=== block 1 ===
## src/rtl/note_sequencer.sv

```systemverilog
// Note-table sequencer: steps through a small table of (voice, duration, rest, last)
// entries, pulling one sample per tick from the selected wave-generator voice.
module note_sequencer #(
    parameter int width_p     = 12,
    parameter int voices_p    = 4,
    parameter int clk_div_p   = 567,
    parameter int seq_len_p   = 8,
    parameter int dur_width_p = 16
) (
    input  logic                          clk_i,
    input  logic                          reset_ni,
    input  logic                          start_i,
    input  logic                          stop_i,
    input  logic                          loop_i,
    input  logic                          cfg_we_i,
    input  logic [$clog2(seq_len_p)-1:0]  cfg_addr_i,
    input  logic [$clog2(voices_p)-1:0]   cfg_voice_i,
    input  logic [dur_width_p-1:0]        cfg_dur_i,
    input  logic                          cfg_rest_i,
    input  logic                          cfg_last_i,
    input  logic [voices_p*width_p-1:0]   voice_data_i,
    input  logic [voices_p-1:0]           voice_valid_i,
    output logic [voices_p-1:0]           voice_ready_o,
    output logic [width_p-1:0]            data_o,
    output logic                          valid_o,
    input  logic                          ready_i,
    output logic                          busy_o,
    output logic [$clog2(seq_len_p)-1:0]  step_o,
    output logic                          done_o,
    output logic                          overrun_o
);

    localparam int AW = $clog2(seq_len_p);
    localparam int VW = $clog2(voices_p);
    localparam int TW = $clog2(clk_div_p);
    localparam logic [AW-1:0] LAST_IDX = AW'(seq_len_p - 1);
    localparam logic [TW-1:0] TICK_MAX = TW'(clk_div_p - 1);

    typedef enum logic [1:0] {IDLE, PLAY, DONE} state_t;
    state_t state_q, state_d;

    logic [VW-1:0]          tbl_voice [seq_len_p];
    logic [dur_width_p-1:0] tbl_dur   [seq_len_p];
    logic                   tbl_rest  [seq_len_p];
    logic                   tbl_last  [seq_len_p];

    logic [TW-1:0]          tick_cnt_q;
    logic [dur_width_p-1:0] dur_cnt_q;
    logic [AW-1:0]          step_q;
    logic                   done_q;
    logic                   overrun_q;
    logic [width_p-1:0]     data_p1;
    logic                   vld_p1;

    logic [VW-1:0]          cur_voice;
    logic [dur_width_p-1:0] cur_dur, dur_eff, dur_inc;
    logic                   cur_rest, cur_last;
    logic                   tick, step_end, seq_end, start_go;
    logic [width_p-1:0]     sample;

    always_comb begin
        cur_voice = tbl_voice[step_q];
        cur_dur   = tbl_dur[step_q];
        cur_rest  = tbl_rest[step_q];
        cur_last  = tbl_last[step_q];
        tick      = (state_q == PLAY) && (tick_cnt_q == TICK_MAX);
        // A zero duration would never match the incremented counter, so it plays as one tick
        dur_eff   = (cur_dur == '0) ? dur_width_p'(1) : cur_dur;
        dur_inc   = dur_cnt_q + dur_width_p'(1);
        step_end  = tick && (dur_inc == dur_eff);
        seq_end   = step_end && (cur_last || (step_q == LAST_IDX));
        start_go  = start_i && !stop_i && (state_q != PLAY);
        sample    = (cur_rest || !voice_valid_i[cur_voice]) ? '0
                  : voice_data_i[cur_voice*width_p +: width_p];
    end

    always_ff @(posedge clk_i or negedge reset_ni) begin
        if (!reset_ni) state_q <= IDLE;
        else           state_q <= state_d;
    end

    always_comb begin
        state_d = state_q;
        if (stop_i) begin
            state_d = IDLE;
        end else begin
            case (state_q)
                IDLE, DONE: if (start_i) state_d = PLAY;
                PLAY:       if (seq_end && !loop_i) state_d = DONE;
                default:    state_d = IDLE;
            endcase
        end
    end

    always_comb begin
        voice_ready_o = '0;
        if (tick && !cur_rest) voice_ready_o[cur_voice] = 1'b1;
    end

    always_ff @(posedge clk_i or negedge reset_ni) begin
        if (!reset_ni) begin
            tick_cnt_q <= '0;
            dur_cnt_q  <= '0;
            step_q     <= '0;
            done_q     <= 1'b0;
            overrun_q  <= 1'b0;
        end else begin
            done_q <= (state_q == PLAY) && (state_d == DONE);
            if (start_go) begin
                tick_cnt_q <= '0;
                dur_cnt_q  <= '0;
                step_q     <= '0;
                overrun_q  <= 1'b0;
            end else if (state_q == PLAY) begin
                tick_cnt_q <= (tick_cnt_q == TICK_MAX) ? '0 : tick_cnt_q + TW'(1);
                if (step_end) begin
                    dur_cnt_q <= '0;
                    if (!seq_end)     step_q <= step_q + AW'(1);
                    else if (loop_i)  step_q <= '0;
                end else if (tick) begin
                    dur_cnt_q <= dur_inc;
                end
                if (tick && vld_p1 && !ready_i) overrun_q <= 1'b1;
            end
        end
    end

    // ---- output sample stage ----
    always_ff @(posedge clk_i or negedge reset_ni) begin
        if (!reset_ni) begin
            data_p1 <= '0;
            vld_p1  <= 1'b0;
        end else if (tick) begin
            data_p1 <= sample;
            vld_p1  <= 1'b1;
        end else if (vld_p1 && ready_i) begin
            vld_p1  <= 1'b0;
        end
    end

    // Reset defaults make every entry a one-tick silent terminator
    always_ff @(posedge clk_i or negedge reset_ni) begin
        if (!reset_ni) begin
            for (int i = 0; i < seq_len_p; i++) begin
                tbl_voice[i] <= '0;
                tbl_dur[i]   <= dur_width_p'(1);
                tbl_rest[i]  <= 1'b1;
                tbl_last[i]  <= 1'b1;
            end
        end else if (cfg_we_i && (state_q != PLAY)) begin
            tbl_voice[cfg_addr_i] <= cfg_voice_i;
            tbl_dur[cfg_addr_i]   <= cfg_dur_i;
            tbl_rest[cfg_addr_i]  <= cfg_rest_i;
            tbl_last[cfg_addr_i]  <= cfg_last_i;
        end
    end

    assign data_o    = data_p1;
    assign valid_o   = vld_p1;
    assign busy_o    = (state_q == PLAY);
    assign step_o    = step_q;
    assign done_o    = done_q;
    assign overrun_o = overrun_q;

endmodule

```

## config.mk

```make
export PLATFORM = sky130hd
export DESIGN_NAME = note_sequencer
export DESIGN_NICKNAME = d
export VERILOG_FILES = /design/src/rtl/note_sequencer.sv
export SDC_FILE = /design/constraint.sdc
export NUM_CORES = 1
export LEC_CHECK = 0
export CAP_MARGIN = 20
export CORE_MARGIN = 4
export CORE_UTILIZATION = 35
export CTS_CLUSTER_DIAMETER = 50
export CTS_CLUSTER_SIZE = 30
export DETAILED_ROUTE_END_ITERATION = 6
export PLACE_DENSITY = 0.53
export SYNTH_ARGS = -nofsm -noshare
export SYNTH_HDL_FRONTEND = slang
export SYNTH_SLANG_ARGS = --single-unit
```

## constraint.sdc

```tcl
create_clock -name clk_i -period 4 [get_ports clk_i]
set_input_delay 0.6 -clock clk_i [delete_from_list [all_inputs] [get_ports clk_i]]
set_output_delay 0.6 -clock clk_i [all_outputs]
set_load 0.05 [all_outputs]
```

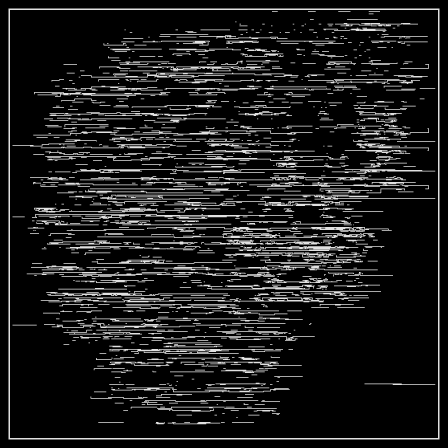
Figure 1: block 1, met1 routing.
nets with wire on the layer	936
wire length on this layer	12600 µm
main direction	horizontal
longest straight run	57.7 µm
final WL: 26.4 mm
via count: 6971
GRT met1 Usage: 0.234

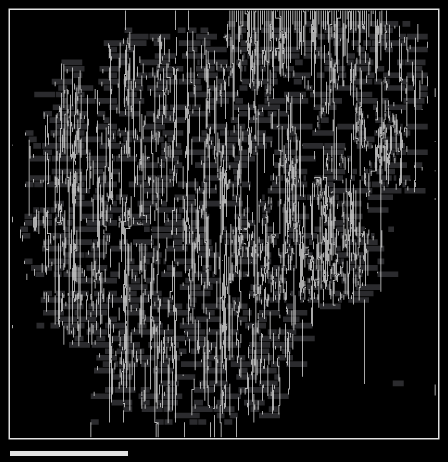
Figure 2: block 1, met2 routing.
Scale bar: 50 µm.
wire length on this layer	12300 µm
longest straight run	83.3 µm
share of all routed wire	46%
nets with wire on the layer	888
met2 usage: 0.248

==> impl_metrics.yaml <==
# generated from flow reports
outcome:
  status: "finished clean"
logic_synthesis:
  ff_type: "dfrtp_1"
  yosys.area_share.adder: 0.00595
  common_cells: "dfrtp_1, mux2_2, mux4_2"
  top_area_cell: "dfrtp_1"
  ys_cells: 795
  ys.flops: 206
pwr:
  seq_cell_power_mw: 2.80
  internal_power_mw: 4.93
  top_power_group: "sequential cells"
  power_leakage_nw: 5.19
  p_switching_mw: 1.76
  comb-power_mw: 1.28
critical_path:
  cpPeakStageDelay_ps: 860
  cp.required_ps: 3400
  crit_type: "flip-flop to output port"
  critPathCapture: "voice_ready_o[2]"
  worst-r2r-setup-slack_ps: 480
clocking:
  cts_buffers: 29
  cts_resized: 0
  insertion_delay_ps: 550
detailed_routing:
  ant_nets: 0
  avgRoutedWirePerCell_um: 20.0
finish:
  drive_gt1_frac: 0.359
  final_area_mm2: 0.0130
sta:
  setup_violations: 0
hold_path:
  worstHoldPathType: "input pin to async pin"
global_route:
  grt_busiest_layer: "met2"
floorplanning:
  taps: 390
place:
  dp_hpwl_mm: 17.1
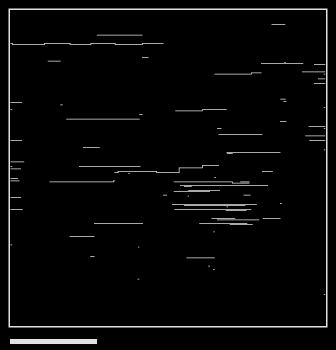
Figure 3: block 1, the metal 3 layer.
Scale bar: 50 µm.
wire length on this layer	1030 µm
share of all routed wire	3.9%
nets with wire on the layer	51
main direction	horizontal
met3 global-route usage: 0.0252

## critical path: cells and delay by family (launching register included)
family	cells	cell delay, ps
mux	1	310
compound gates	1	290
buf+inv	2	520
flops	1	860
simple gates	3	610
## cell usage in the layout, fill, tap and decap left out, types with 6 or more instances in the layout
master,count
clkdlybuf4s50_1,99
clkbuf_16,29
inv_1,10
mux2_2,165
and3_1,11
nand3_1,19
nand4_1,12
dfstp_2,24
nor2_1,37
inv_6,6
o31ai_1,8
and2_1,6
dfrtp_1,179
nor4_1,8
nand2_1,32
o21ai_0,20
clkbuf_1,7
mux4_2,46
buf_4,26
nand2b_1,8
xnor2_1,13
nor3_1,8
a22o_1,20
mux2i_1,23
a21oi_1,8
## worst min-delay path by stage
stage,from,slack [ps],cells past startpoint,to
2_1_floorplan,reset_ni,300,0,data_o[0]
3_3_place_gp,tbl_dur[124],480,1,tbl_dur[124]
3_5_place_dp,tbl_dur[33],490,1,tbl_dur[33]
4_1_cts,reset_ni,100,1,data_o[0]
5_1_grt,reset_ni,110,1,tbl_dur[100]
6_report,reset_ni,60,1,dur_cnt_q[11]
## layer usage
layer,up-vias,part of all wire
met1,3593,0.48
met4,0,0.020
met2,110,0.46
met5,-,0
met3,35,0.039
li1,3233,-

=== block 2 ===
Figure 4. Met1 routing (block 2).
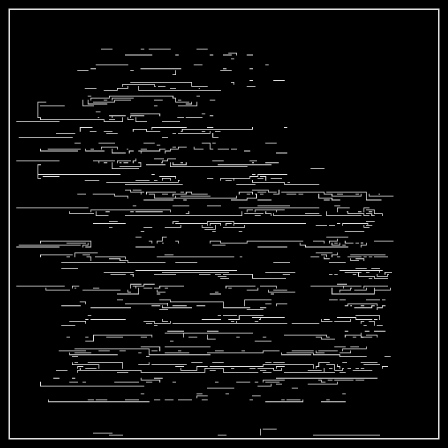
Figure 5. Met2 routing (block 2).
Scale bar: 20 µm.
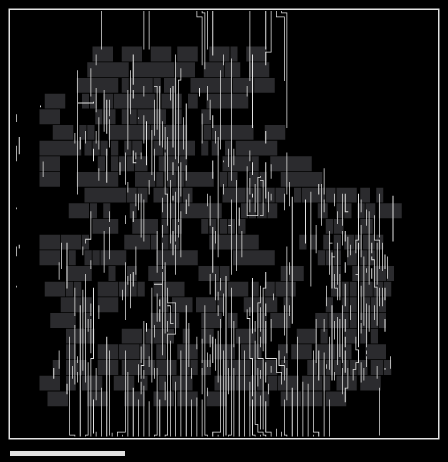
Figure 6. The metal 3 layer (block 2).
Scale bar: 20 µm.
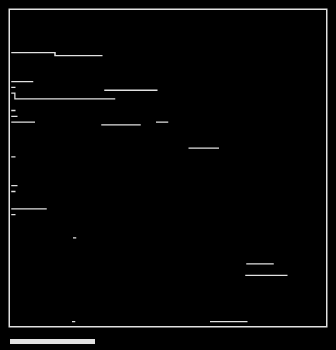
## config.mk

```make
export PLATFORM = sky130hd
export DESIGN_NAME = fifo_wr_arbiter
export DESIGN_NICKNAME = d
export VERILOG_FILES = /design/src/rtl/fifo_wr_arbiter.sv
export SDC_FILE = /design/constraint.sdc
export NUM_CORES = 1
export LEC_CHECK = 0
export ABC_AREA = 1
export CORE_MARGIN = 5
export CORE_UTILIZATION = 35
export DETAILED_ROUTE_END_ITERATION = 6
export GPL_ROUTABILITY_DRIVEN = 1
export PLACE_DENSITY = 0.73
export RECOVER_POWER = 25
export SYNTH_ARGS = -nofsm -noshare
export SYNTH_HDL_FRONTEND = slang
export SYNTH_SLANG_ARGS = --single-unit
```

## constraint.sdc

```tcl
create_clock -name wclk -period 4.35 [get_ports wclk]
set_input_delay 1.0875 -clock wclk [delete_from_list [all_inputs] [get_ports wclk]]
set_output_delay 1.0875 -clock wclk [all_outputs]
set_load 0.005 [all_outputs]
```

## src/rtl/fifo_wr_arbiter.sv

```systemverilog
// Round-robin scheduler that shares the FIFO memory write port among NREQ requesters.
// It also owns the write-side binary pointer and the Gray copy consumed by the read domain.
module fifo_wr_arbiter #(
    parameter int DATASIZE = 8,
    parameter int ADDRSIZE = 4,
    parameter int NREQ     = 4,
    parameter int MAXBURST = 4,
    localparam int OW      = $clog2(NREQ)
) (
    input  logic                     wclk,
    input  logic                     wrst,
    input  logic [NREQ-1:0]          req,
    input  logic [NREQ-1:0]          last,
    input  logic [NREQ*DATASIZE-1:0] req_data,
    input  logic                     wfull,
    output logic [NREQ-1:0]          ack,
    output logic                     wen,
    output logic [ADDRSIZE-1:0]      waddr,
    output logic [DATASIZE-1:0]      wdata,
    output logic [ADDRSIZE:0]        wbin,
    output logic [ADDRSIZE:0]        wptr,
    output logic [OW-1:0]            owner,
    output logic                     busy
);

    localparam int CW = $clog2(MAXBURST + 1);
    localparam int PW = ADDRSIZE + 1;

    typedef enum logic {IDLE, BURST} state_t;

    state_t          state, state_n;
    logic [OW-1:0]   owner_n;
    logic [OW-1:0]   rr_ptr, rr_n;
    logic [CW-1:0]   cnt, cnt_n;
    logic [PW-1:0]   wbin_n;
    logic            found;
    logic [OW-1:0]   pick;
    int              idx;

    always_comb begin
        state_n = state;
        owner_n = owner;
        rr_n    = rr_ptr;
        cnt_n   = cnt;
        wbin_n  = wbin;
        wen     = 1'b0;
        ack     = '0;
        found   = 1'b0;
        pick    = '0;
        idx     = 0;
        wdata   = req_data[int'(owner)*DATASIZE +: DATASIZE];

        case (state)
            IDLE: begin
                // First requesting lane at or after rr_ptr, scanning cyclically.
                for (int k = 0; k < NREQ; k++) begin
                    idx = (int'(rr_ptr) + k) % NREQ;
                    if (!found && req[idx]) begin
                        found = 1'b1;
                        pick  = OW'(idx);
                    end
                end
                if (found) begin
                    owner_n = pick;
                    cnt_n   = '0;
                    state_n = BURST;
                end
            end
            BURST: begin
                // Gating with wrst keeps a reset cycle from touching memory.
                wen        = req[owner] & ~wfull & ~wrst;
                ack[owner] = wen;
                if (wen) begin
                    wbin_n = wbin + PW'(1);
                    cnt_n  = cnt + CW'(1);
                    if (last[owner] || cnt_n == CW'(MAXBURST)) begin
                        state_n = IDLE;
                        rr_n    = OW'((int'(owner) + 1) % NREQ);
                    end
                end else if (!req[owner]) begin
                    state_n = IDLE;
                    rr_n    = OW'((int'(owner) + 1) % NREQ);
                end
            end
            default: state_n = IDLE;
        endcase
    end

    always_ff @(posedge wclk) begin
        if (wrst) begin
            state  <= IDLE;
            owner  <= '0;
            rr_ptr <= '0;
            cnt    <= '0;
            wbin   <= '0;
            wptr   <= '0;
        end else begin
            state  <= state_n;
            owner  <= owner_n;
            rr_ptr <= rr_n;
            cnt    <= cnt_n;
            wbin   <= wbin_n;
            wptr   <= wbin_n ^ (wbin_n >> 1);
        end
    end

    assign waddr = wbin[ADDRSIZE-1:0];
    assign busy  = (state == BURST);

endmodule
```

==> impl_metrics.yaml <==
# generated from flow reports
global_route:
  grt_busiest_layer: "met2"
  grt_use_total: 0.158
  antenna_found_initial: 0
sta:
  setup_violations: 0
  final_hold_viol_count: 0
  slew_violations: 0
  rsz0062_at_grt: "no"
place:
  gp_congestion: 0.851
  dp_slack_ps: 566
floorplanning:
  rows: 23
  taps: 50
critical_path:
  crit_arrival_ps: 2710
  cp.required_ps: 3260
  critPathBufInv: 3
  cp_slowest_cell: "clkdlybuf4s50_1"
  worstReg2RegEnd: "wptr[2]"
detailed_routing:
  vias_per_cell: 4.65
  first_iter_violations: 24
  wl_met2_mm: 2.16
  dr.pass1.iters: 4
logic_synthesis:
  synth.avg_cell_area_um2: 6.13
  top_area_cell: "dfxtp_1"
job:
  cap_violations: 0
pwr:
  comb-power_mw: 0.698
  internal_power_mw: 0.572
finish:
  multi_input_comb_cells: 176
  clock_buffers: 4
  area_growth_pct: 52.9
  logic_area_um2: 905
outcome:
  status: "finished clean"
## Picture notes: Figure 4
nets with wire on the layer	323
wire length on this layer	1780 µm
longest straight run	20.2 µm
share of all routed wire	43%
GRT met1 Usage: 0.200
final WL: 4.12 mm
via count: 1636

## Picture notes: Figure 5
wire length on this layer	2160 µm
nets with wire on the layer	264
share of all routed wire	52%
longest straight run	27.5 µm
met2 usage: 0.277

## Picture notes: Figure 6
share of all routed wire	3.1%
longest straight run	23.5 µm
wire length on this layer	127 µm
nets with wire on the layer	17
main direction	horizontal
met3 global-route usage: 0.0324

-- cells in the final DEF, fill, tap and decap left out, types with 3 or more instances in the layout --
cell             synthesis  final
a21oi_1                  7      7
buf_4                    6      4
clkbuf_8                 0      3
clkdlybuf4s50_1          0     61
dfxtp_1                 17     17
dlygate4sd3_1            0     11
ha_1                     7      7
inv_1                   27     27
nand2_1                 54     54
nand2_2                  7      7
nand3_1                 17     17
nor2_1                  35     35
nor2_4                   3      3
o21ai_0                 24     24
o22ai_1                  8      8
-- cell families after synthesis --
family	share of synthesized area
adder cells (fa/ha/maj)	0.0606
flip-flops	0.235
XOR/XNOR	0.0121
AND-OR/OR-AND	0.153
AND/OR/NAND/NOR	0.400
buffers and inverters	0.139
-- per-stage QoR --
stage / hold WS [ps] / util / instances / cell area, µm² / total power, mW
after floorplan: 460 / - / 236 / 1450 / 0.653
after global placement: 484 / 0.542 / 348 / 2170 / 0.937
after detailed placement: 493 / 0.542 / 348 / 2170 / 0.937
after CTS: 506 / 0.553 / 352 / 2210 / 1.05
after global routing: 541 / 0.553 / 352 / 2210 / 1.14
final: 500 / 0.553 / 352 / 2210 / 1.04

Power figures rest on the tool's default switching activity, not on a simulated workload.
